######## block 1 ########
block_1/placement_by_type.png
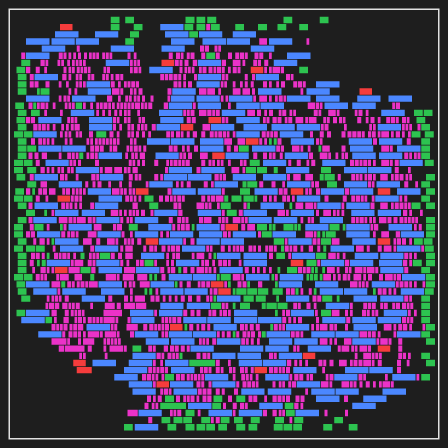

<file path="src/rtl/tenyr_pkg.sv">
// Shared widths, fetch FSM state type and prefetch queue entry layout for the
// fetch stage.
package tenyr_pkg;

    localparam int ADDR_W = 24;
    localparam int WORD_W = 32;

    typedef enum logic [1:0] {
        IDLE    = 2'd0,
        REQ     = 2'd1,
        DISCARD = 2'd2
    } fetch_state_t;

    typedef struct packed {
        logic [WORD_W-1:0] word;
        logic [ADDR_W-1:0] pc;
    } fetch_entry_t;

    // Sequential word address; wraps from the top of the address space to zero.
    function automatic logic [ADDR_W-1:0] next_pc(input logic [ADDR_W-1:0] pc);
        return pc + 24'd1;
    endfunction

endpackage

</file>
<file path="src/rtl/fetch_fifo.sv">
// Prefetch queue: circular buffer of {word, pc} entries with push, pop and a
// flush that overrides both.
module fetch_fifo
    import tenyr_pkg::*;
#(
    parameter int DEPTH = 4
) (
    input  logic                   clk,
    input  logic                   reset,
    input  logic                   push,
    input  logic                   pop,
    input  logic                   flush,
    input  fetch_entry_t           push_entry,
    output fetch_entry_t           head,
    output logic                   head_valid,
    output logic [$clog2(DEPTH):0] count
);

    localparam int PTR_W = $clog2(DEPTH);
    localparam int CNT_W = PTR_W + 1;
    localparam logic [CNT_W-1:0] FULL = CNT_W'(DEPTH);

    fetch_entry_t     mem_q [DEPTH];
    logic [PTR_W-1:0] rd_ptr_q;
    logic [PTR_W-1:0] rd_ptr_d;
    logic [PTR_W-1:0] wr_ptr_q;
    logic [PTR_W-1:0] wr_ptr_d;
    logic [CNT_W-1:0] count_q;
    logic [CNT_W-1:0] count_d;
    logic             do_push;
    logic             do_pop;

    // Pointer and occupancy update; a push into a full queue only lands alongside a pop.
    always_comb begin
        do_pop   = pop && (count_q != '0);
        do_push  = push && ((count_q != FULL) || do_pop);
        rd_ptr_d = rd_ptr_q;
        wr_ptr_d = wr_ptr_q;
        count_d  = count_q;
        if (flush) begin
            rd_ptr_d = '0;
            wr_ptr_d = '0;
            count_d  = '0;
        end else begin
            if (do_pop) begin
                rd_ptr_d = rd_ptr_q + PTR_W'(1);
            end else begin
                rd_ptr_d = rd_ptr_q;
            end
            if (do_push) begin
                wr_ptr_d = wr_ptr_q + PTR_W'(1);
            end else begin
                wr_ptr_d = wr_ptr_q;
            end
            count_d = count_q + CNT_W'(do_push) - CNT_W'(do_pop);
        end
    end

    // Queue state registers.
    always_ff @(posedge clk or posedge reset) begin
        if (reset) begin
            rd_ptr_q <= '0;
            wr_ptr_q <= '0;
            count_q  <= '0;
            for (int i = 0; i < DEPTH; i++) begin
                mem_q[i] <= '0;
            end
        end else begin
            rd_ptr_q <= rd_ptr_d;
            wr_ptr_q <= wr_ptr_d;
            count_q  <= count_d;
            if (do_push && !flush) begin
                mem_q[wr_ptr_q] <= push_entry;
            end
        end
    end

    // Head view reads as zero when the queue is empty.
    always_comb begin
        head_valid = (count_q != '0);
        if (head_valid) begin
            head = mem_q[rd_ptr_q];
        end else begin
            head = '0;
        end
    end

    assign count = count_q;

endmodule

</file>
<file path="src/rtl/fetch_unit.sv">
// Instruction fetch stage: single-outstanding memory reader feeding a prefetch
// queue to decode. Optional FETCH_ILLEGAL_EN adds insn_illegal and halts fetch
// after an illegal word until the next redirect.
module fetch_unit
    import tenyr_pkg::*;
#(
    parameter int                DEPTH    = 4,
    parameter logic [ADDR_W-1:0] RESET_PC = 24'h000000
) (
    input  logic              clk,
    input  logic              reset,
    output logic              mem_req,
    output logic [ADDR_W-1:0] mem_addr,
    input  logic              mem_ack,
    input  logic [WORD_W-1:0] mem_rdata,
    output logic              insn_valid,
    input  logic              insn_ready,
    output logic [WORD_W-1:0] insn,
    output logic [ADDR_W-1:0] insn_pc,
`ifdef FETCH_ILLEGAL_EN
    output logic              insn_illegal,
`endif
    input  logic              redirect,
    input  logic [ADDR_W-1:0] redirect_pc
);

    localparam int CNT_W = $clog2(DEPTH) + 1;
    localparam logic [CNT_W-1:0] DEPTH_C = CNT_W'(DEPTH);

    fetch_state_t      state_q;
    fetch_state_t      state_d;
    logic [ADDR_W-1:0] fetch_pc_q;
    logic [ADDR_W-1:0] fetch_pc_d;
    logic              mem_req_q;
    logic              mem_req_d;
    logic [ADDR_W-1:0] mem_addr_q;
    logic [ADDR_W-1:0] mem_addr_d;

    logic              fifo_push;
    logic              fifo_pop;
    fetch_entry_t      push_entry;
    fetch_entry_t      head_entry;
    logic              head_valid;
    logic [CNT_W-1:0]  fifo_count;
    logic [CNT_W-1:0]  count_next;
    logic              credit;
    logic              fetch_halt;

    // Redirect voids any decode handshake in the same cycle.
    assign fifo_pop   = head_valid && insn_ready && !redirect;
    assign fifo_push  = (state_q == REQ) && mem_ack && !redirect;
    assign push_entry = '{word: mem_rdata, pc: mem_addr_q};
    assign count_next = fifo_count + CNT_W'(fifo_push) - CNT_W'(fifo_pop);
    // Occupancy after this cycle must leave room for the next outstanding word.
    assign credit     = (count_next < DEPTH_C);

`ifdef FETCH_ILLEGAL_EN
    logic stop_q;
    logic stop_d;
    logic stop_hit;

    assign stop_hit   = fifo_push && mem_rdata[WORD_W-1];
    assign fetch_halt = stop_q || stop_hit;

    // Halt latch: set by an enqueued illegal word, cleared by redirect.
    always_comb begin
        if (redirect) begin
            stop_d = 1'b0;
        end else begin
            stop_d = fetch_halt;
        end
    end

    // Halt latch register.
    always_ff @(posedge clk or posedge reset) begin
        if (reset) begin
            stop_q <= 1'b0;
        end else begin
            stop_q <= stop_d;
        end
    end

    assign insn_illegal = head_entry.word[WORD_W-1];
`else
    assign fetch_halt = 1'b0;
`endif

    // Fetch FSM: the memory handshake is always completed, stale data is dropped.
    always_comb begin
        state_d    = state_q;
        fetch_pc_d = fetch_pc_q;
        mem_req_d  = mem_req_q;
        mem_addr_d = mem_addr_q;
        case (state_q)
            IDLE: begin
                if (redirect) begin
                    fetch_pc_d = redirect_pc;
                end else if (credit && !fetch_halt) begin
                    state_d    = REQ;
                    mem_req_d  = 1'b1;
                    mem_addr_d = fetch_pc_q;
                end else begin
                    state_d = IDLE;
                end
            end
            REQ: begin
                if (redirect) begin
                    fetch_pc_d = redirect_pc;
                    if (mem_ack) begin
                        state_d   = IDLE;
                        mem_req_d = 1'b0;
                    end else begin
                        state_d = DISCARD;
                    end
                end else if (mem_ack) begin
                    fetch_pc_d = next_pc(mem_addr_q);
                    if (credit && !fetch_halt) begin
                        mem_addr_d = next_pc(mem_addr_q);
                    end else begin
                        state_d   = IDLE;
                        mem_req_d = 1'b0;
                    end
                end else begin
                    state_d = REQ;
                end
            end
            DISCARD: begin
                if (redirect) begin
                    fetch_pc_d = redirect_pc;
                end else begin
                    fetch_pc_d = fetch_pc_q;
                end
                if (mem_ack) begin
                    state_d   = IDLE;
                    mem_req_d = 1'b0;
                end else begin
                    state_d = DISCARD;
                end
            end
            default: begin
                state_d   = IDLE;
                mem_req_d = 1'b0;
            end
        endcase
    end

    // Fetch control registers.
    always_ff @(posedge clk or posedge reset) begin
        if (reset) begin
            state_q    <= IDLE;
            fetch_pc_q <= RESET_PC;
            mem_req_q  <= 1'b0;
            mem_addr_q <= RESET_PC;
        end else begin
            state_q    <= state_d;
            fetch_pc_q <= fetch_pc_d;
            mem_req_q  <= mem_req_d;
            mem_addr_q <= mem_addr_d;
        end
    end

    fetch_fifo #(
        .DEPTH (DEPTH)
    ) u_fifo (
        .clk        (clk),
        .reset      (reset),
        .push       (fifo_push),
        .pop        (fifo_pop),
        .flush      (redirect),
        .push_entry (push_entry),
        .head       (head_entry),
        .head_valid (head_valid),
        .count      (fifo_count)
    );

    assign mem_req    = mem_req_q;
    assign mem_addr   = mem_addr_q;
    assign insn_valid = head_valid;
    assign insn       = head_entry.word;
    assign insn_pc    = head_entry.pc;

endmodule
</file>
<file path="config.mk">
export PLATFORM = sky130hd
export DESIGN_NAME = fetch_unit
export DESIGN_NICKNAME = d
export VERILOG_FILES = /design/src/rtl/tenyr_pkg.sv /design/src/rtl/fetch_fifo.sv /design/src/rtl/fetch_unit.sv
export SDC_FILE = /design/constraint.sdc
export NUM_CORES = 1
export LEC_CHECK = 0
export ABC_AREA = 1
export CORE_UTILIZATION = 54
export CTS_BUF_LIST = sky130_fd_sc_hd__clkbuf_4 sky130_fd_sc_hd__clkbuf_8
export CTS_CLUSTER_DIAMETER = 150
export CTS_CLUSTER_SIZE = 14
export DETAILED_ROUTE_END_ITERATION = 10
export GPL_TIMING_DRIVEN = 0
export PLACE_DENSITY = 0.85
export SKIP_LAST_GASP = 1
export SLEW_MARGIN = 0
export SYNTH_ARGS = -nofsm -noshare
export SYNTH_HDL_FRONTEND = slang
export SYNTH_SLANG_ARGS = --single-unit
</file>
<file path="constraint.sdc">
create_clock -name clk -period 11.94 [get_ports clk]
set_input_delay 3.582 -clock clk [delete_from_list [all_inputs] [get_ports clk]]
set_output_delay 3.582 -clock clk [all_outputs]
set_load 0.02 [all_outputs]
</file>
######## block 2 ########
**config.mk**
```make
export PLATFORM = sky130hd
export DESIGN_NAME = counter_scheduler
export DESIGN_NICKNAME = d
export VERILOG_FILES = /design/src/rtl/counter_sched_pkg.sv /design/src/rtl/rr_arbiter.sv /design/src/rtl/counter_scheduler.sv
export SDC_FILE = /design/constraint.sdc
export NUM_CORES = 1
export LEC_CHECK = 0
export CAP_MARGIN = 30
export CORE_AREA = 2 2 53 55
export CTS_BUF_LIST = sky130_fd_sc_hd__clkbuf_16
export DETAILED_ROUTE_END_ITERATION = 8
export DIE_AREA = 0 0 55 57
export PLACE_DENSITY = 0.7
export SYNTH_ARGS = -nofsm -noshare
export SYNTH_HDL_FRONTEND = slang
export SYNTH_SLANG_ARGS = --single-unit
```
**constraint.sdc**
```tcl
create_clock -name clock -period 2 [get_ports clock]
set_input_delay 0.3 -clock clock [delete_from_list [all_inputs] [get_ports clock]]
set_output_delay 0.3 -clock clock [all_outputs]
set_load 0.01 [all_outputs]
```
**src/rtl/counter_sched_pkg.sv**
```systemverilog
// Shared types and defaults for the counter scheduler and its arbiter.
// Latency: n/a (declarations only).
// Backpressure: n/a.
// Contents: FSM state encoding, default Size/NumReq, index-width helper.
package counter_sched_pkg;

  localparam int DefSize   = 5;
  localparam int DefNumReq = 2;

  typedef enum logic [1:0] {
    S_IDLE = 2'd0,
    S_LOAD = 2'd1,
    S_RUN  = 2'd2,
    S_DONE = 2'd3
  } state_e;

  // Width of a requester index; never narrower than one bit.
  function automatic int idx_width(input int n);
    return (n > 1) ? $clog2(n) : 1;
  endfunction

endpackage

```
**src/rtl/rr_arbiter.sv**
```systemverilog
// Round-robin pick of one requester, starting after the last granted index.
// Latency: purely combinational, zero cycles.
// Backpressure: none; the caller decides when to sample the winner.
// Ports: req (request vector), last (last granted index),
//        win (one-hot winner, zero if no request), win_idx (winner index).
module rr_arbiter
  import counter_sched_pkg::*;
#(
  parameter int NumReq = DefNumReq,
  parameter int IdxW   = idx_width(NumReq)
) (
  input  logic [NumReq-1:0] req,
  input  logic [IdxW-1:0]   last,
  output logic [NumReq-1:0] win,
  output logic [IdxW-1:0]   win_idx
);

  logic found;

  // Two ascending passes emulate a rotated priority: first the indices
  // above last, then wrap around to 0..last.
  always_comb begin
    win     = '0;
    win_idx = '0;
    found   = 1'b0;
    for (int i = 0; i < NumReq; i++) begin
      if (!found && req[i] && (i > int'(last))) begin
        found   = 1'b1;
        win[i]  = 1'b1;
        win_idx = IdxW'(i);
      end
    end
    for (int i = 0; i < NumReq; i++) begin
      if (!found && req[i] && (i <= int'(last))) begin
        found   = 1'b1;
        win[i]  = 1'b1;
        win_idx = IdxW'(i);
      end
    end
  end

endmodule

```
**src/rtl/counter_scheduler.sv**
```systemverilog
// Shares one interval counter among NumReq requesters, granted round-robin.
// Latency: req seen at E0, grant after E0, done pulse after E0+L+2 (E0+1 for L=0).
// Backpressure: requester holds req until done; dropping req in LOAD/RUN aborts.
// Ports: clock, reset (async active-low), req, len (packed Size-bit slices),
//        grant (one-hot owner), done (one-cycle pulse), count, busy.
module counter_scheduler
  import counter_sched_pkg::*;
#(
  parameter int Size   = DefSize,
  parameter int NumReq = DefNumReq
) (
  input  logic                   clock,
  input  logic                   reset,
  input  logic [NumReq-1:0]      req,
  input  logic [NumReq*Size-1:0] len,
  output logic [NumReq-1:0]      grant,
  output logic [NumReq-1:0]      done,
  output logic [Size-1:0]        count,
  output logic                   busy
);

  localparam int IdxW = idx_width(NumReq);

  state_e            state;
  logic [IdxW-1:0]   last_idx;
  logic [IdxW-1:0]   win_idx;
  logic [NumReq-1:0] win;
  logic [Size-1:0]   limit;
  logic [Size-1:0]   owner_len;
  logic              owner_req;

  rr_arbiter #(
    .NumReq (NumReq),
    .IdxW   (IdxW)
  ) u_arb (
    .req     (req),
    .last    (last_idx),
    .win     (win),
    .win_idx (win_idx)
  );

  // Length slice of the current owner; only meaningful while grant is set.
  always_comb begin
    owner_len = '0;
    for (int i = 0; i < NumReq; i++) begin
      if (grant[i]) begin
        owner_len = len[i*Size +: Size];
      end
    end
  end

  assign owner_req = |(req & grant);
  assign busy      = (state != S_IDLE);
  // Decoded from state so an asynchronous reset kills the pulse at once.
  assign done      = (state == S_DONE) ? grant : '0;

  always_ff @(posedge clock or negedge reset) begin
    if (!reset) begin
      state    <= S_IDLE;
      grant    <= '0;
      count    <= '0;
      limit    <= '0;
      last_idx <= IdxW'(NumReq - 1);
    end else begin
      case (state)
        S_IDLE: begin
          if (|req) begin
            grant    <= win;
            last_idx <= win_idx;  // kept even if this grant is later aborted
            state    <= S_LOAD;
          end
        end
        S_LOAD: begin
          if (!owner_req) begin
            grant <= '0;
            state <= S_IDLE;
          end else begin
            limit <= owner_len;
            count <= '0;
            state <= (owner_len == '0) ? S_DONE : S_RUN;
          end
        end
        S_RUN: begin
          if (!owner_req) begin
            grant <= '0;
            state <= S_IDLE;
          end else if (count == limit) begin
            // Compare before incrementing: count stops at limit, so the
            // all-ones limit is reached without wrapping.
            state <= S_DONE;
          end else begin
            count <= count + 1'b1;
          end
        end
        S_DONE: begin
          grant <= '0;
          state <= S_IDLE;
        end
        default: begin
          grant <= '0;
          state <= S_IDLE;
        end
      endcase
    end
  end

endmodule

```
block_1/wires.png
The bar under the picture is 50 um long.
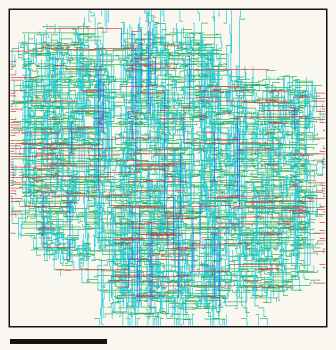
[metal 3] red | wire length: 2920 um
[metal 4] blue | wire length: 1120 um
[metal 2] cyan | wire length: 18300 um
[metal 1] green | wire length: 15900 um

About block_1/placement_by_type.png:
[flops] blue | cells: 282
[clock drivers and dummy loads] red | cells: 26
[other buffers and delay cells] green | cells: 253
[combinational and other logic] magenta | cells: 1333
Core Footprint: 25300 sq um
cell area after layout: 16200 sq um

==> ci_impl_report.md, block 1 <==
## Synthesis and layout report

| Metric | Value |
|---|---|
| GRT overflow | 0 |
| # Taps | between 300 and 400 |
| Post-Route WL | 38.3 mm |
| WS Path Type | reg2out |
| Resize count post-CTS | 0 |
| Max reg flops | 224 |
| Post-Synth XOR/XNOR Area | less than 1% |
| Register area share after synthesis | approximately half |
| GRT Util Overall | roughly 30% |
| Slew @ Worst Pin | about 0.66 ns |
| Vias in the first global route | between 10000 and 15000 |
| FP Util | between 50 and 60% |
| CTS tree | built |
| Fraction of area in multi-input gates | between 30% and 40% |
| Crit path cell chain | clkbuf_1, clkbuf_1, buf_2, nor2_1, nor2_1, o21ai_0, a21oi_1, clkdlybuf4s50_1 |
| ANT cells | 0 |
| Met3 WL post-DR | 2.92 mm |
| Clk sinks | 282 |
| Top-count cell post-synth | nand2_1 |
| Int Power | about 0.0021 W |
| P_seq | ~0.0014 W |
| ClkCell Share | between 2 and 2.5% |
| Status | finished clean |
| DRC viols | 0 |
| Rows | ~58 |
| GRT met3 Usage | under 10% |
| I/O Pins | 143 |
| Layout overhead on the synthesized area | 16.1% |
| MaxCap Viol Count | 0 |
block_2/clk_routes.png
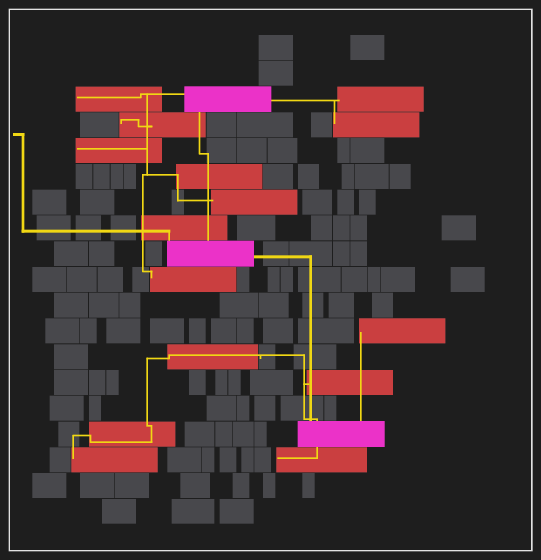
[clock wires] yellow | length: 215 um
[clock drivers] magenta | count: 3
[flip-flops] red | count: 15
routed clock nets: 4
Power Clock: 0.000387 W
clock latency on the worst-skew pair: 0.24 ns
clock skew: 0.00142 ns
Clock power frac: 24.7%

==> ci_impl_report.md, block 2 <==
## Synthesis and layout report

| Metric | Value |
|---|---|
| Mapped cell area | 966 sq um |
| Logic area | between 500 and 600 sq um |
| FFs w/ async S/R, synth | 100% |
| Worst reg2reg path depth | 4 |
| CP arrival | approximately 1.6 ns |
| Clock buffers | 3 |
| Crit end category | primary output |
| Dpl ws | between 0.1 and 0.15 ns |
| ANT cells | 0 |
| Resize count post-CTS | 0 |
| DR WL/cell | 12.7 um |
| Crit path cell chain | ha_1, and2_1, clkdlybuf4s50_1 |
| Synthesized net count | ~120 |
| Mux share | about 5.4% |
| Max layer used | met4 |
| Status | finished clean |
| IR drop worst, VDD | ~800 uV |


==> screenshots <==
Floorplan with the power grid.
image #1
The bar under the picture is 50 um long. Pins as bars on the die edge.
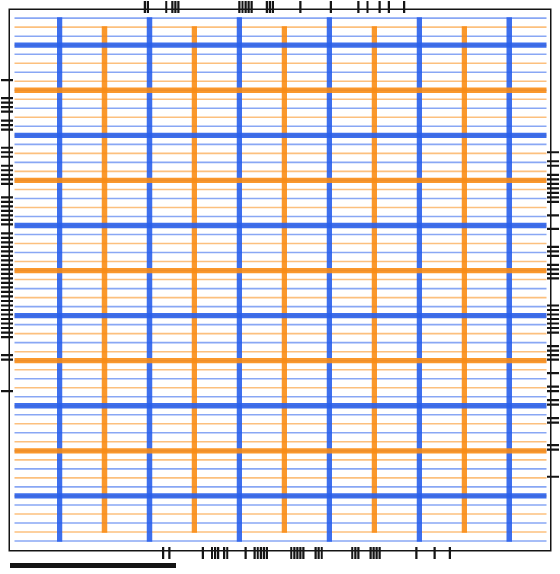
image #2
The bar under the picture is 20 um long. Pins as bars on the die edge.
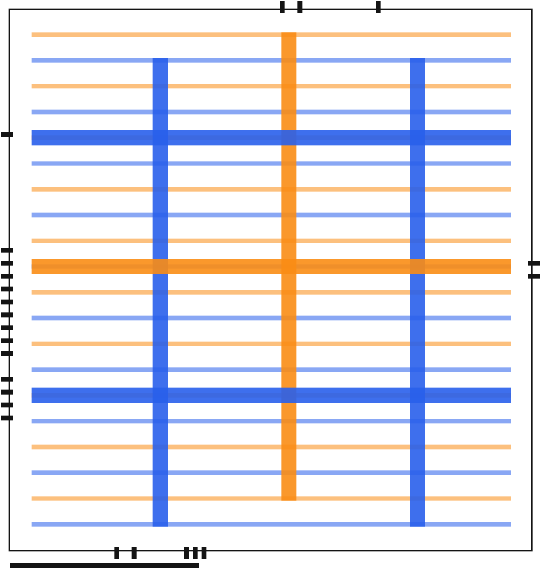
| picture | from |
|---|---|
| image #2 | block 2 |
| image #1 | block 1 |
Of these, largest die: image #1


==> screenshots <==
Track usage over the die.
(a)
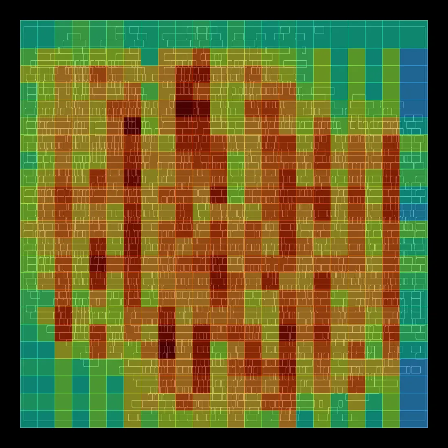
(b)
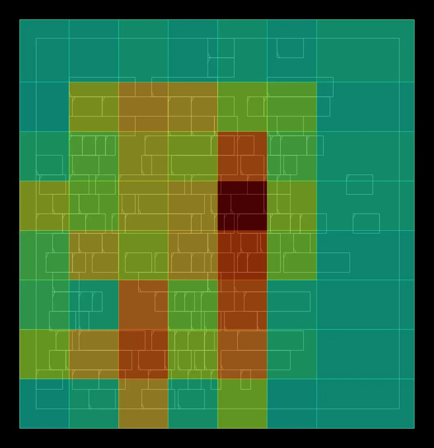
The one with the most wire per cell is (a).
The one with the highest track usage is (a).
(a): block 1
(b): block 2

Power figures rest on the tool's default switching activity, not on a simulated workload.
